==================== exu_add_arbiter
### Metal 4, exu_add_arbiter

Supply wires on this layer in grey.
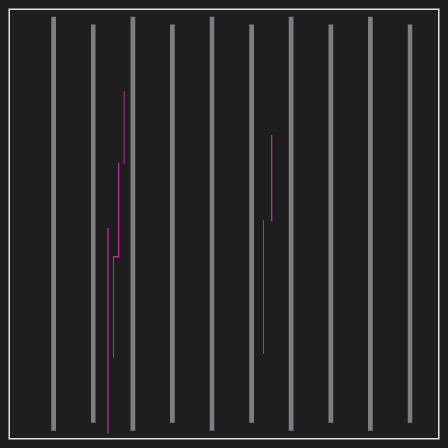

`src/rtl/exu_arb_pkg.sv`:
```
// Shared definitions for the two-requester add/sub arbiter: FSM encoding and requester ids.
package exu_arb_pkg;

  typedef enum logic [1:0] {
    IDLE = 2'b00,
    EXEC = 2'b01,
    RESP = 2'b10
  } state_t;

  localparam logic REQ0_ID = 1'b0;
  localparam logic REQ1_ID = 1'b1;

endpackage

```
`src/rtl/rr_arbiter_2.sv`:
```
// Two-way round-robin grant: a tie goes to the requester not granted last.
module rr_arbiter_2
  import exu_arb_pkg::*;
(
  input  logic [1:0] valid,
  input  logic       last_grant,
  output logic [1:0] grant
);

  always_comb begin
    grant = valid;
    if (&valid) grant = (last_grant == REQ1_ID) ? 2'b01 : 2'b10;
  end

endmodule

```
`src/rtl/exu_add_arbiter.sv`:
```
// Arbitrates two requesters onto one shared add/sub datapath, one op in flight at a time.
// Optional per-requester grant counters are enabled by defining EXU_ADD_ARBITER_PERF_EN.
module exu_add_arbiter
  import exu_arb_pkg::*;
#(
  parameter int DATA_W = 32
) (
  input  logic              clk,
  input  logic              rst_n,
  input  logic              req0_valid,
  input  logic              req1_valid,
  output logic              req0_ready,
  output logic              req1_ready,
  input  logic [DATA_W-1:0] req0_a,
  input  logic [DATA_W-1:0] req0_b,
  input  logic [DATA_W-1:0] req1_a,
  input  logic [DATA_W-1:0] req1_b,
  input  logic              req0_sub,
  input  logic              req1_sub,
  output logic              resp_valid,
  input  logic              resp_ready,
  output logic [DATA_W-1:0] resp_data,
  output logic              resp_id,
`ifdef EXU_ADD_ARBITER_PERF_EN
  output logic              busy,
  output logic [31:0]       perf_grant0,
  output logic [31:0]       perf_grant1
`else
  output logic              busy
`endif
);

  state_t            state;
  logic              last_grant;
  logic [1:0]        grant;
  logic              accept;
  logic [DATA_W-1:0] op_a, op_b, opnd_b, result;
  logic              op_sub, op_id;

  rr_arbiter_2 u_rr (
    .valid      ({req1_valid, req0_valid}),
    .last_grant (last_grant),
    .grant      (grant)
  );

  assign req0_ready = (state == IDLE) & grant[0];
  assign req1_ready = (state == IDLE) & grant[1];
  assign accept     = (state == IDLE) & (|grant);
  assign busy       = (state != IDLE);

  // Subtract as a + ~b + 1; carry out is dropped by the width.
  assign opnd_b = op_sub ? ~op_b : op_b;
  assign result = op_a + opnd_b + DATA_W'(op_sub);

  always_ff @(posedge clk or negedge rst_n) begin
    if (!rst_n) begin
      state      <= IDLE;
      resp_valid <= 1'b0;
      resp_data  <= '0;
      resp_id    <= REQ0_ID;
      last_grant <= REQ1_ID;
      op_a       <= '0;
      op_b       <= '0;
      op_sub     <= 1'b0;
      op_id      <= REQ0_ID;
    end else begin
      case (state)
        IDLE: if (accept) begin
          op_a       <= grant[1] ? req1_a   : req0_a;
          op_b       <= grant[1] ? req1_b   : req0_b;
          op_sub     <= grant[1] ? req1_sub : req0_sub;
          op_id      <= grant[1];
          last_grant <= grant[1];
          state      <= EXEC;
        end
        EXEC: begin
          resp_data  <= result;
          resp_id    <= op_id;
          resp_valid <= 1'b1;
          state      <= RESP;
        end
        RESP: if (resp_ready) begin
          resp_valid <= 1'b0;
          state      <= IDLE;
        end
        default: state <= IDLE;
      endcase
    end
  end

`ifdef EXU_ADD_ARBITER_PERF_EN
  always_ff @(posedge clk or negedge rst_n) begin
    if (!rst_n) begin
      perf_grant0 <= '0;
      perf_grant1 <= '0;
    end else if (accept) begin
      if (grant[0]) perf_grant0 <= perf_grant0 + 32'd1;
      if (grant[1]) perf_grant1 <= perf_grant1 + 32'd1;
    end
  end
`endif

endmodule

```
`config.mk`:
```
export PLATFORM = sky130hd
export DESIGN_NAME = exu_add_arbiter
export DESIGN_NICKNAME = d
export VERILOG_FILES = /design/src/rtl/exu_arb_pkg.sv /design/src/rtl/rr_arbiter_2.sv /design/src/rtl/exu_add_arbiter.sv
export SDC_FILE = /design/constraint.sdc
export NUM_CORES = 1
export LEC_CHECK = 0
export ABC_CLOCK_PERIOD_IN_PS = 5600
export CORE_UTILIZATION = 30
export DETAILED_ROUTE_END_ITERATION = 7
export SYNTH_ARGS = -nofsm -noshare
export SYNTH_HDL_FRONTEND = slang
export SYNTH_HIERARCHICAL = 1
export SYNTH_SLANG_ARGS = --single-unit
```
`constraint.sdc`:
```
create_clock -name clk -period 5.6 [get_ports clk]
set_clock_uncertainty 0.15 [all_clocks]
set_input_delay 0.56 -clock clk [delete_from_list [all_inputs] [get_ports clk]]
set_output_delay 0.56 -clock clk [all_outputs]
set_load 0.02 [all_outputs]
```
==================== ifmap_stream_feeder
$ cat src/rtl/ifmap_feeder_pkg.sv
// Shared tag encodings, FSM state type and tag helper for the IFMAP stream feeder.
package ifmap_feeder_pkg;

  localparam logic [1:0] TAG_START  = 2'b10;
  localparam logic [1:0] TAG_MID    = 2'b00;
  localparam logic [1:0] TAG_END    = 2'b01;
  localparam logic [1:0] TAG_SINGLE = 2'b11;

  typedef enum logic [1:0] {
    IDLE,
    READ,
    SEND,
    FIN
  } feeder_state_t;

  function automatic logic [1:0] make_tag(input logic first, input logic last);
    logic [1:0] tag;
    case ({first, last})
      2'b10:   tag = TAG_START;
      2'b01:   tag = TAG_END;
      2'b11:   tag = TAG_SINGLE;
      default: tag = TAG_MID;
    endcase
    return tag;
  endfunction

endpackage

$ cat src/rtl/row_col_counter.sv
// Column/row walker over the feature map: position flags and the flat
// scratch address of the element that follows the current one.
module row_col_counter #(
  parameter int ADDR_WIDTH = 8,
  parameter int LEN_WIDTH  = 5
) (
  input  logic                  clk,
  input  logic                  rst,
  input  logic                  clear,
  input  logic                  advance,
  input  logic [ADDR_WIDTH-1:0] base_addr,
  input  logic [LEN_WIDTH-1:0]  row_len,
  input  logic [LEN_WIDTH-1:0]  num_rows,
  output logic                  first_col,
  output logic                  last_col,
  output logic                  last_elem,
  output logic [ADDR_WIDTH-1:0] next_addr
);

  logic [LEN_WIDTH-1:0]  col, row, col_nx, row_nx;
  logic [ADDR_WIDTH-1:0] row_off, row_off_nx;

  assign first_col = (col == '0);
  assign last_col  = (col == row_len - 1'b1);
  assign last_elem = last_col && (row == num_rows - 1'b1);

  // row_off accumulates row*row_len so the flat address needs no multiplier
  always_comb begin
    col_nx     = col;
    row_nx     = row;
    row_off_nx = row_off;
    if (last_col) begin
      col_nx     = '0;
      row_nx     = row + 1'b1;
      row_off_nx = row_off + ADDR_WIDTH'(row_len);
    end else begin
      col_nx = col + 1'b1;
    end
    next_addr = base_addr + row_off_nx + ADDR_WIDTH'(col_nx);
  end

  always_ff @(posedge clk) begin
    if (!rst || clear) begin
      col     <= '0;
      row     <= '0;
      row_off <= '0;
    end else if (advance) begin
      col     <= col_nx;
      row     <= row_nx;
      row_off <= row_off_nx;
    end
  end

endmodule

$ cat src/rtl/ifmap_stream_feeder.sv
// Reads a feature map from scratch memory and streams it to the PE IFMAP
// buffer as {row_start,row_end,data} words, honouring ifmap_full backpressure.
module ifmap_stream_feeder
  import ifmap_feeder_pkg::*;
#(
  parameter int ELEMENT_WIDTH = 8,
  parameter int ADDR_WIDTH    = 8,
  parameter int LEN_WIDTH     = 5
) (
  input  logic                     clk,
  input  logic                     rst,
  input  logic                     start,
  input  logic [ADDR_WIDTH-1:0]    base_addr,
  input  logic [LEN_WIDTH-1:0]     row_len,
  input  logic [LEN_WIDTH-1:0]     num_rows,
  output logic                     mem_rd_en,
  output logic [ADDR_WIDTH-1:0]    mem_addr,
  input  logic [ELEMENT_WIDTH-1:0] mem_rdata,
  input  logic                     ifmap_full,
  output logic [ELEMENT_WIDTH+1:0] IFMAP,
  output logic                     write_en_IFMAP,
  output logic                     busy,
  output logic                     done
);

  feeder_state_t state;

  logic [ADDR_WIDTH-1:0]    base_q;
  logic [LEN_WIDTH-1:0]     len_q, rows_q;
  logic [ELEMENT_WIDTH-1:0] data_q, word;
  logic                     captured;
  logic                     first_col, last_col, last_elem;
  logic [ADDR_WIDTH-1:0]    next_addr;
  logic                     accept, advance;

  assign accept  = (state == IDLE) && start;
  assign advance = (state == SEND) && !ifmap_full;

  // read data is only valid in the first SEND cycle; a stall replays the captured copy
  assign word = captured ? data_q : mem_rdata;

  row_col_counter #(
    .ADDR_WIDTH (ADDR_WIDTH),
    .LEN_WIDTH  (LEN_WIDTH)
  ) u_counter (
    .clk       (clk),
    .rst       (rst),
    .clear     (accept),
    .advance   (advance),
    .base_addr (base_q),
    .row_len   (len_q),
    .num_rows  (rows_q),
    .first_col (first_col),
    .last_col  (last_col),
    .last_elem (last_elem),
    .next_addr (next_addr)
  );

  always_ff @(posedge clk) begin
    if (!rst) begin
      state          <= IDLE;
      base_q         <= '0;
      len_q          <= '0;
      rows_q         <= '0;
      data_q         <= '0;
      captured       <= 1'b0;
      mem_rd_en      <= 1'b0;
      mem_addr       <= '0;
      IFMAP          <= '0;
      write_en_IFMAP <= 1'b0;
      busy           <= 1'b0;
      done           <= 1'b0;
    end else begin
      mem_rd_en      <= 1'b0;
      write_en_IFMAP <= 1'b0;
      done           <= 1'b0;
      case (state)
        IDLE: begin
          if (start) begin
            base_q <= base_addr;
            len_q  <= row_len;
            rows_q <= num_rows;
            busy   <= 1'b1;
            if (row_len == '0 || num_rows == '0) begin
              state <= FIN;
            end else begin
              state     <= READ;
              mem_rd_en <= 1'b1;
              mem_addr  <= base_addr;
            end
          end
        end
        READ: begin
          state    <= SEND;
          captured <= 1'b0;
        end
        SEND: begin
          if (!captured) begin
            data_q   <= mem_rdata;
            captured <= 1'b1;
          end
          if (!ifmap_full) begin
            write_en_IFMAP <= 1'b1;
            IFMAP          <= {make_tag(first_col, last_col), word};
            if (last_elem) begin
              state <= FIN;
            end else begin
              state     <= READ;
              mem_rd_en <= 1'b1;
              mem_addr  <= next_addr;
            end
          end
        end
        FIN: begin
          done  <= 1'b1;
          busy  <= 1'b0;
          state <= IDLE;
        end
        default: state <= IDLE;
      endcase
    end
  end

endmodule

$ cat config.mk
export PLATFORM = sky130hd
export DESIGN_NAME = ifmap_stream_feeder
export DESIGN_NICKNAME = d
export VERILOG_FILES = /design/src/rtl/ifmap_feeder_pkg.sv /design/src/rtl/row_col_counter.sv /design/src/rtl/ifmap_stream_feeder.sv
export SDC_FILE = /design/constraint.sdc
export NUM_CORES = 1
export LEC_CHECK = 0
export CAP_MARGIN = 20
export CORE_ASPECT_RATIO = 1.75
export CORE_MARGIN = 2
export CORE_UTILIZATION = 55
export DETAILED_ROUTE_END_ITERATION = 7
export HOLD_SLACK_MARGIN = 0.05
export PLACE_DENSITY = 0.85
export SETUP_SLACK_MARGIN = 0.2
export SYNTH_ARGS = -nofsm -noshare
export SYNTH_HDL_FRONTEND = slang
export SYNTH_SLANG_ARGS = --single-unit
$ cat constraint.sdc
create_clock -name clk -period 5.7 [get_ports clk]
set_input_delay 1.14 -clock clk [delete_from_list [all_inputs] [get_ports clk]]
set_output_delay 1.14 -clock clk [all_outputs]
set_load 0.1 [all_outputs]
==================== pdp1_mem_sequencer
File: config.mk
export PLATFORM = sky130hd
export DESIGN_NAME = pdp1_mem_sequencer
export DESIGN_NICKNAME = d
export VERILOG_FILES = /design/src/rtl/pdp1_mem_sequencer_pkg.sv /design/src/rtl/pdp1_write_decoder.sv /design/src/rtl/pdp1_mem_sequencer.sv
export SDC_FILE = /design/constraint.sdc
export NUM_CORES = 1
export LEC_CHECK = 0
export CAP_MARGIN = 20
export CORE_UTILIZATION = 54
export CTS_CLUSTER_DIAMETER = 60
export CTS_CLUSTER_SIZE = 14
export DETAILED_ROUTE_END_ITERATION = 7
export GPL_ROUTABILITY_DRIVEN = 1
export PLACE_DENSITY = 0.86
export RECOVER_POWER = 50
export SLEW_MARGIN = 10
export SYNTH_ARGS = -nofsm -noshare
export SYNTH_HDL_FRONTEND = slang
export SYNTH_HIERARCHICAL = 1
export SYNTH_SLANG_ARGS = --single-unit
File: constraint.sdc
create_clock -name clk -period 8.2 [get_ports clk]
set_clock_uncertainty 0.2 [all_clocks]
set_input_delay 1.64 -clock clk [delete_from_list [all_inputs] [get_ports clk]]
set_output_delay 1.64 -clock clk [all_outputs]
set_load 0.01 [all_outputs]
File: src/rtl/pdp1_mem_sequencer_pkg.sv
// PDP-1 opcode encodings (instruction bits 0-4) shared across the CPU, plus the
// memory-access class of each op used by the memory sequencer.
`ifndef PDP1_OPCODES_DEFINED
`define PDP1_OPCODES_DEFINED
`define PDP1_OP_AND 5'o01
`define PDP1_OP_IOR 5'o02
`define PDP1_OP_XOR 5'o03
`define PDP1_OP_XCT 5'o04
`define PDP1_OP_CAL 5'o07
`define PDP1_OP_LAC 5'o10
`define PDP1_OP_LIO 5'o11
`define PDP1_OP_DAC 5'o12
`define PDP1_OP_DAP 5'o13
`define PDP1_OP_DIP 5'o14
`define PDP1_OP_DIO 5'o15
`define PDP1_OP_DZM 5'o16
`define PDP1_OP_ADD 5'o20
`define PDP1_OP_SUB 5'o21
`define PDP1_OP_IDX 5'o22
`define PDP1_OP_ISP 5'o23
`define PDP1_OP_SAD 5'o24
`define PDP1_OP_SAS 5'o25
`define PDP1_OP_MUL 5'o26
`define PDP1_OP_DIV 5'o27
`define PDP1_OP_JMP 5'o30
`define PDP1_OP_JSP 5'o31
`endif

package pdp1_mem_sequencer_pkg;

  typedef enum logic [1:0] {
    OPC_READ  = 2'd0,
    OPC_WRITE = 2'd1,
    OPC_RMW   = 2'd2
  } op_class_e;

  function automatic op_class_e op_class(input logic [0:4] op);
    op_class_e c;
    case (op)
      `PDP1_OP_DAP, `PDP1_OP_DIP:                             c = OPC_RMW;
      `PDP1_OP_CAL, `PDP1_OP_DAC, `PDP1_OP_DIO, `PDP1_OP_DZM: c = OPC_WRITE;
      default:                                                c = OPC_READ;
    endcase
    return c;
  endfunction

endpackage

File: src/rtl/pdp1_write_decoder.sv
// Builds the memory write word for an op from AC, IO and the current core word.
// Purely combinational; we_o=0 for ops that never store.
module pdp1_write_decoder (
  input  logic [0:4]  op_i,
  input  logic [0:17] ac_i,
  input  logic [0:17] io_i,
  input  logic [0:17] cd_i,
  output logic        we_o,
  output logic [0:17] wdata_o
);

  always_comb begin
    we_o    = 1'b0;
    wdata_o = '0;
    case (op_i)
      `PDP1_OP_CAL, `PDP1_OP_DAC: begin
        we_o    = 1'b1;
        wdata_o = ac_i;
      end
      `PDP1_OP_DIO: begin
        we_o    = 1'b1;
        wdata_o = io_i;
      end
      `PDP1_OP_DZM: begin
        we_o    = 1'b1;
      end
      // DAP replaces the address field, DIP the instruction field
      `PDP1_OP_DAP: begin
        we_o    = 1'b1;
        wdata_o = {cd_i[0:5], ac_i[6:17]};
      end
      `PDP1_OP_DIP: begin
        we_o    = 1'b1;
        wdata_o = {ac_i[0:5], cd_i[6:17]};
      end
      default: ;
    endcase
  end

endmodule

File: src/rtl/pdp1_mem_sequencer.sv
// Runs one PDP-1 memory-reference cycle (read, write, or read-merge-write) on the core bus.
// Done 3 cycles after start (6 for DAP/DIP) with zero-wait ack; stalls on mem_ack up to TIMEOUT.
module pdp1_mem_sequencer
  import pdp1_mem_sequencer_pkg::*;
#(
  parameter int ADDR_W  = 12,
  parameter int TIMEOUT = 255
) (
  input  logic              clk,
  input  logic              rst,
  input  logic              cs_start,
  input  logic [0:4]        cs_op,
  input  logic [0:ADDR_W-1] cs_addr,
  input  logic [0:17]       cs_ac,
  input  logic [0:17]       cs_io,
  output logic              cs_busy,
  output logic              cs_done,
  output logic              cs_err,
  output logic [0:17]       cs_md,
  output logic              mem_req,
  output logic              mem_we,
  output logic [0:ADDR_W-1] mem_addr,
  output logic [0:17]       mem_wdata,
  input  logic              mem_ack,
  input  logic [0:17]       mem_rdata
);

  localparam int TW = (TIMEOUT > 1) ? $clog2(TIMEOUT + 1) : 1;

  typedef enum logic [2:0] {
    S_IDLE,
    S_RD,
    S_MERGE,
    S_WR,
    S_DONE
  } state_e;

  state_e            state_q;
  logic [0:4]        op_q;
  logic [0:17]       ac_q, io_q, cd_q, md_q, wdata_q;
  logic [0:ADDR_W-1] addr_q;
  logic              busy_q, done_q, err_q, req_q, we_q;
  logic [TW-1:0]     tcnt_q, tcnt_d;

  logic              idle;
  logic [0:4]        dec_op;
  logic [0:17]       dec_ac, dec_io, dec_cd, dec_wdata;
  logic              dec_we;
  logic              tmo;

  // Write-only ops take their data on the start edge, before the latches hold it
  assign idle   = (state_q == S_IDLE);
  assign dec_op = idle ? cs_op : op_q;
  assign dec_ac = idle ? cs_ac : ac_q;
  assign dec_io = idle ? cs_io : io_q;
  assign dec_cd = idle ? '0    : cd_q;

  pdp1_write_decoder u_wdec (
    .op_i    (dec_op),
    .ac_i    (dec_ac),
    .io_i    (dec_io),
    .cd_i    (dec_cd),
    .we_o    (dec_we),
    .wdata_o (dec_wdata)
  );

  assign tcnt_d = tcnt_q + 1'b1;
  assign tmo    = (TIMEOUT != 0) && req_q && !mem_ack && (tcnt_q == TW'(TIMEOUT - 1));

  always_ff @(posedge clk) begin
    if (rst) begin
      state_q <= S_IDLE;
      op_q    <= '0;
      ac_q    <= '0;
      io_q    <= '0;
      cd_q    <= '0;
      md_q    <= '0;
      wdata_q <= '0;
      addr_q  <= '0;
      busy_q  <= 1'b0;
      done_q  <= 1'b0;
      err_q   <= 1'b0;
      req_q   <= 1'b0;
      we_q    <= 1'b0;
      tcnt_q  <= '0;
    end else begin
      done_q <= 1'b0;
      err_q  <= 1'b0;
      if (req_q && !mem_ack) tcnt_q <= tcnt_d;

      if (tmo) begin
        req_q   <= 1'b0;
        we_q    <= 1'b0;
        done_q  <= 1'b1;
        err_q   <= 1'b1;
        busy_q  <= 1'b0;
        state_q <= S_IDLE;
      end else begin
        case (state_q)
          S_IDLE: begin
            if (cs_start) begin
              op_q   <= cs_op;
              ac_q   <= cs_ac;
              io_q   <= cs_io;
              addr_q <= cs_addr;
              busy_q <= 1'b1;
              req_q  <= 1'b1;
              tcnt_q <= '0;
              if (op_class(cs_op) == OPC_WRITE) begin
                we_q    <= 1'b1;
                wdata_q <= dec_wdata;
                state_q <= S_WR;
              end else begin
                we_q    <= 1'b0;
                state_q <= S_RD;
              end
            end
          end
          S_RD: begin
            if (req_q && mem_ack) begin
              req_q   <= 1'b0;
              md_q    <= mem_rdata;
              cd_q    <= mem_rdata;
              state_q <= (op_class(op_q) == OPC_RMW) ? S_MERGE : S_DONE;
            end
          end
          S_MERGE: begin
            wdata_q <= dec_wdata;
            state_q <= dec_we ? S_WR : S_DONE;
          end
          S_WR: begin
            // Coming from MERGE the request is raised here, leaving a req-low gap
            if (!req_q) begin
              req_q  <= 1'b1;
              we_q   <= 1'b1;
              tcnt_q <= '0;
            end else if (mem_ack) begin
              req_q   <= 1'b0;
              we_q    <= 1'b0;
              state_q <= S_DONE;
            end
          end
          S_DONE: begin
            done_q  <= 1'b1;
            busy_q  <= 1'b0;
            state_q <= S_IDLE;
          end
          default: state_q <= S_IDLE;
        endcase
      end
    end
  end

  assign cs_busy   = busy_q;
  assign cs_done   = done_q;
  assign cs_err    = err_q;
  assign cs_md     = md_q;
  assign mem_req   = req_q;
  assign mem_we    = we_q;
  assign mem_addr  = addr_q;
  assign mem_wdata = wdata_q;

endmodule
### Clock wiring as the flow saved it, exu_add_arbiter

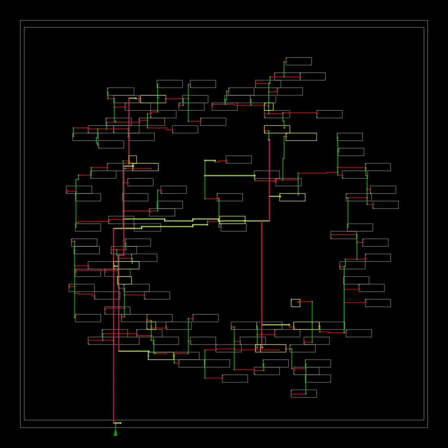
total CTS buffers: 9
Sink Count: 103
clock buffers: 10
Late-Pin Clk Latency: 360 ps

About 'Metal 4' of exu_add_arbiter:
longest straight run	70.0 um
main direction	vertical
share of all routed wire	1.4%
wire length on this layer	238 um
Vias: 5253
drt total wl: 16700 um

==> CHANGELOG.md, exu_add_arbiter <==
## Implementation

- Outcome: finished, final reports clean
- Worst path top cell family by delay: AND-OR/OR-AND gates
- Drt wl/cell: 14.9 um
- Init Core Util: 30.8%
- Synth Cell Area: 6280 um^2
- Synth cell types: 50
- GRT Overall Usage: 16.3%
- CP Depth: 11
- Int Pwr: 3.16 mW
- Post-DP HPWL: 13200 um
- Fmax: 0.275 GHz
- Flops after synth: 103
- Top-count cell post-synth: nand2_1
- Yosys xor share: 7.67%
- Initial antenna violation count: 0
- Critical path fanouts, max: 33
- Tightest Pin Transition: 965 ps
- First-pass GRT wire length: 27400 um
- Final cycle utilization of the critical path: 64.8%
- DRT iter0 DRCs: 276
- Flops: 103
- Design Area, Final: 8570 um^2
- Total tool warning count: 31
- Largest logic family: AND-OR/OR-AND gates
- Die X-Extent: 147 um
- IO Pins: 172
- CTS tree: built
- RSZ-0062 raised after global routing: no
- Leak Pwr: 3.86 nW
- WHS: 127 ps
- Global route hottest layer: met2
- Max_cap viols: 0
- Vias per inst: 4.69
- Period minus WS final: 3630 ps
- Synth top cells by count: 129 x nand2_1, 105 x o21ai_0, 102 x dfrtp_1, 65 x mux2i_1, 41 x xor2_1
- Final setup TNS: 0 ps
- Avg Inst Size Synth: 9.10 um^2
- Synth Seq Share: 41.1%
- AO/OA Area Share: 18.1%
- Met2 Use GR: 25.6%
- # fillers: 2012
- Top power group: combinational cells
- Nets: 1013
- Htree depth: 3
- Top cell by count, worst path: a31oi_1
- Syn nets: 859
- CP arrival: 3750 ps
- Chip height: 147 um
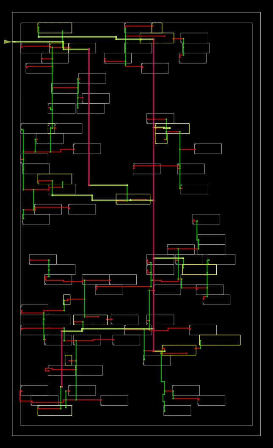
*Clock wiring as the flow saved it, ifmap_stream_feeder*
clock buffers: 10
skew final: 5.15 ps
Late-Pin Clk Latency: 340 ps

==> CHANGELOG.md, ifmap_stream_feeder <==
## Implementation

- Avg Inst Size Synth: 8.68 um^2
- Worst path top cell family by delay: adder cells
- R2r worst-path depth: 16
- Reg2Reg Capture Point: mem_addr[7]
- Syn nets: 499
- Synth Area in Simple Gates: 17.6%
- Psw: 0.640 mW
- Outcome: finished, final reports clean
- Largest net degree at the start of global routing: 49
- Origin of the critical flop-to-flop path: len_q[1]
- Antenna cells: 0
- Worst-path clk slew: 60 ps
- Die area: 7670 um^2
- Period minus WS final: 4300 ps
- Slack of the critical path: 1400 ps
- M3 GR Usage: 6.19%
- CP cell instances: inv_1 > ha_1 > nor3b_2 > xnor2_1 > or3_1 > nand2_1 > fa_1 > inv_1 > ha_1 > fa_1 > a211o_1 > a211o_1 > a21o_1 > a211oi_1 > nand3b_1 > a41o_1
- Total power: 1.70 mW
- Synth top cells by count: 69 x dfxtp_1, 52 x nand2_1, 49 x nor2_1, 44 x a21oi_1, 31 x mux2i_1
- Clock buf/inv share: 6.41%
- Adder Share, Synth: 10.5%
- Most common logic cell in the routed design: dfxtp_1
- Crit path launch: len_q[1]
- Crit Path Class: flop to flop
- Synth cell types: 53
- Sequential power: 0.575 mW
- Design Area, Final: 4690 um^2
- Tightest Pin Transition: 1000 ps
- Nets: 543
- Die X-Extent: 67.1 um
- Vias per inst: 5.72
- Final Non-Filler Cells: 574
- Hold crit path type: flop to flop
- Total tool warning count: 29
- Largest logic family: simple AND/OR/NAND/NOR gates
- Async S/R FF share, synth: 0%
- WHS: 455 ps
- Total CTS buffers: 9
- Crit path buffers/inverters: 2
- Post-DRT Antenna Nets: 0
- Critical path fanouts, max: 9
- IO Pins: 52
- Layout Utilization: 68.8%
- # fillers: 556
- Most frequent cells in the layout: 69 x dfxtp_1, 52 x nand2_1, 51 x clkdlybuf4s50_1
- Top cells by area: dfxtp_1 36%, mux2i_1 8.1%, ha_1 6.9%
- Crit-path slowest cell: fa_1
- Max transition margin: 33.0%
- Synth mux share: 8.40%
- CP Depth: 16
- CP endpoint: mem_addr[7]
- Bufs w/o clock: 55
- Comb area share: 48.2%
- Int Pwr: 1.06 mW
- RSZ-0062 raised after global routing: no
- Fmax: 0.232 GHz
- Post-Place Setup Slack: 1470 ps
- Clock Tree Buf Depth: 2
- Routability Congestion: 0.893
- Vias in the first global route: 3331
- Post-CTS Repair Setup Buffers: 0
- Drt total wl: 8850 um
- Sink Count: 69
- Setup-failing EPs final: 0
- P_comb: 0.567 mW
- GRT Overall Usage: 25.6%
### Clock wiring as the flow saved it, pdp1_mem_sequencer

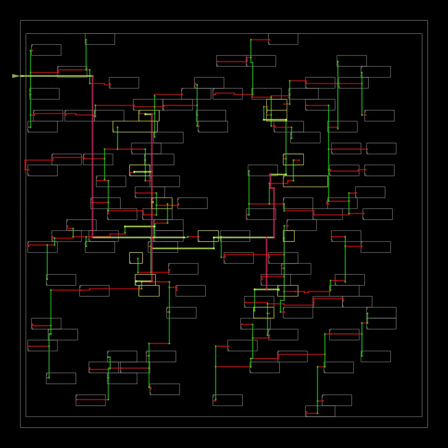
Late-Pin Clk Latency: 360 ps
clock buffers: 11
Sink Count: 105
total CTS buffers: 9

==> CHANGELOG.md, pdp1_mem_sequencer <==
## Implementation

- Clock share of power: 31.0%
- Yosys xor share: 1.32%
- Buffer share of cell area: 19.4%
- Area grow syn2layout: 27.8%
- Ys cells: 631
- Met3 WL: 844 um
- Reg2Reg Capture Point: mem_wdata[11]
- Flop2flop setup slack: 4510 ps
- Max transition margin: 31.3%
- Hold crit path type: flop to flop
- Die X-Extent: 101 um
- Synth warn: 6
- Global route hottest layer: met2
- Hold depth: 2
- Met1 Routed Length: 6140 um
- Crit path largest cell delay: 680 ps
- DRC Markers: 0
- Outcome: finished, final reports clean
- Post-CTS resize count: 0
- Largest logic family: simple AND/OR/NAND/NOR gates
- First-pass GRT wire length: 22000 um
- Antenna cells: 0
- Crit Path Class: input pin to flop
- P_comb: 0.254 mW
- Period minus WS final: 4030 ps
- Startpoint Class: input pin
- Top cell category: logic gates
- Layout Utilization: 72.5%
- Adder Share, Synth: 0.471%
- # port buffers: 127
- Total power: 1.17 mW
- Post-synth top area cell: dfxtp_1
- DP Area: 6550 um^2
- Slack of the critical path: 4170 ps
- Core box area: 9370 um^2
- Worst path top cell family by delay: buffers and inverters
- Top area contributor share: 39.6%
- Async S/R FF share, synth: 0%
- Reg area: 2100 um^2


==> layout pictures side by side <==
Close-up of the layout.
(a)
The bar under the picture is 10 um long. Window x 58 to 88, y 58 to 88 um. Cells in grey, sequential cells in the stronger grey; small squares are vias.
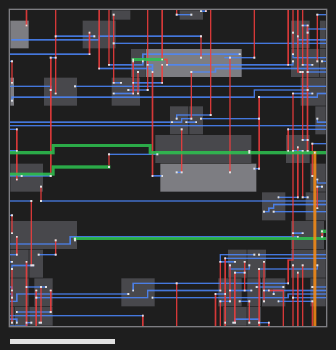
(b)
The bar under the picture is 10 um long. Window x 36 to 66, y 36 to 66 um. Cells in grey, sequential cells in the stronger grey; small squares are vias.
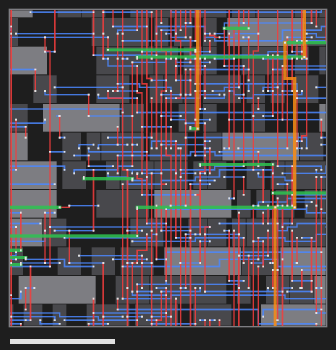
(c)
The bar under the picture is 10 um long. Window x 19 to 49, y 42 to 72 um. Cells in grey, sequential cells in the stronger grey; small squares are vias.
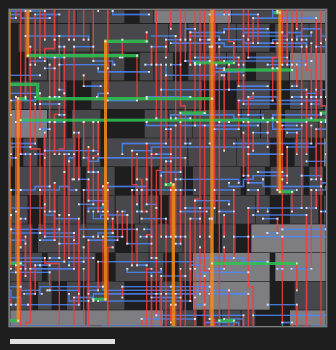
- smallest die: (c)
- largest die: (a)
For pdp1_mem_sequencer, see (b).
For ifmap_stream_feeder, see (c).
For exu_add_arbiter, see (a).

Key to (c):
colour	layer
blue	M1
red	M2
green	M3
orange	M4
most frequent	nor2_1 (10), inv_1 (10), nand2_1 (8)
cells with their middle in the window	91
sequential cells in the window	6
netlist names of flops here include	`u_counter.row` (2), `u_counter.row_off` (2)

Power figures rest on the tool's default switching activity, not on a simulated workload.
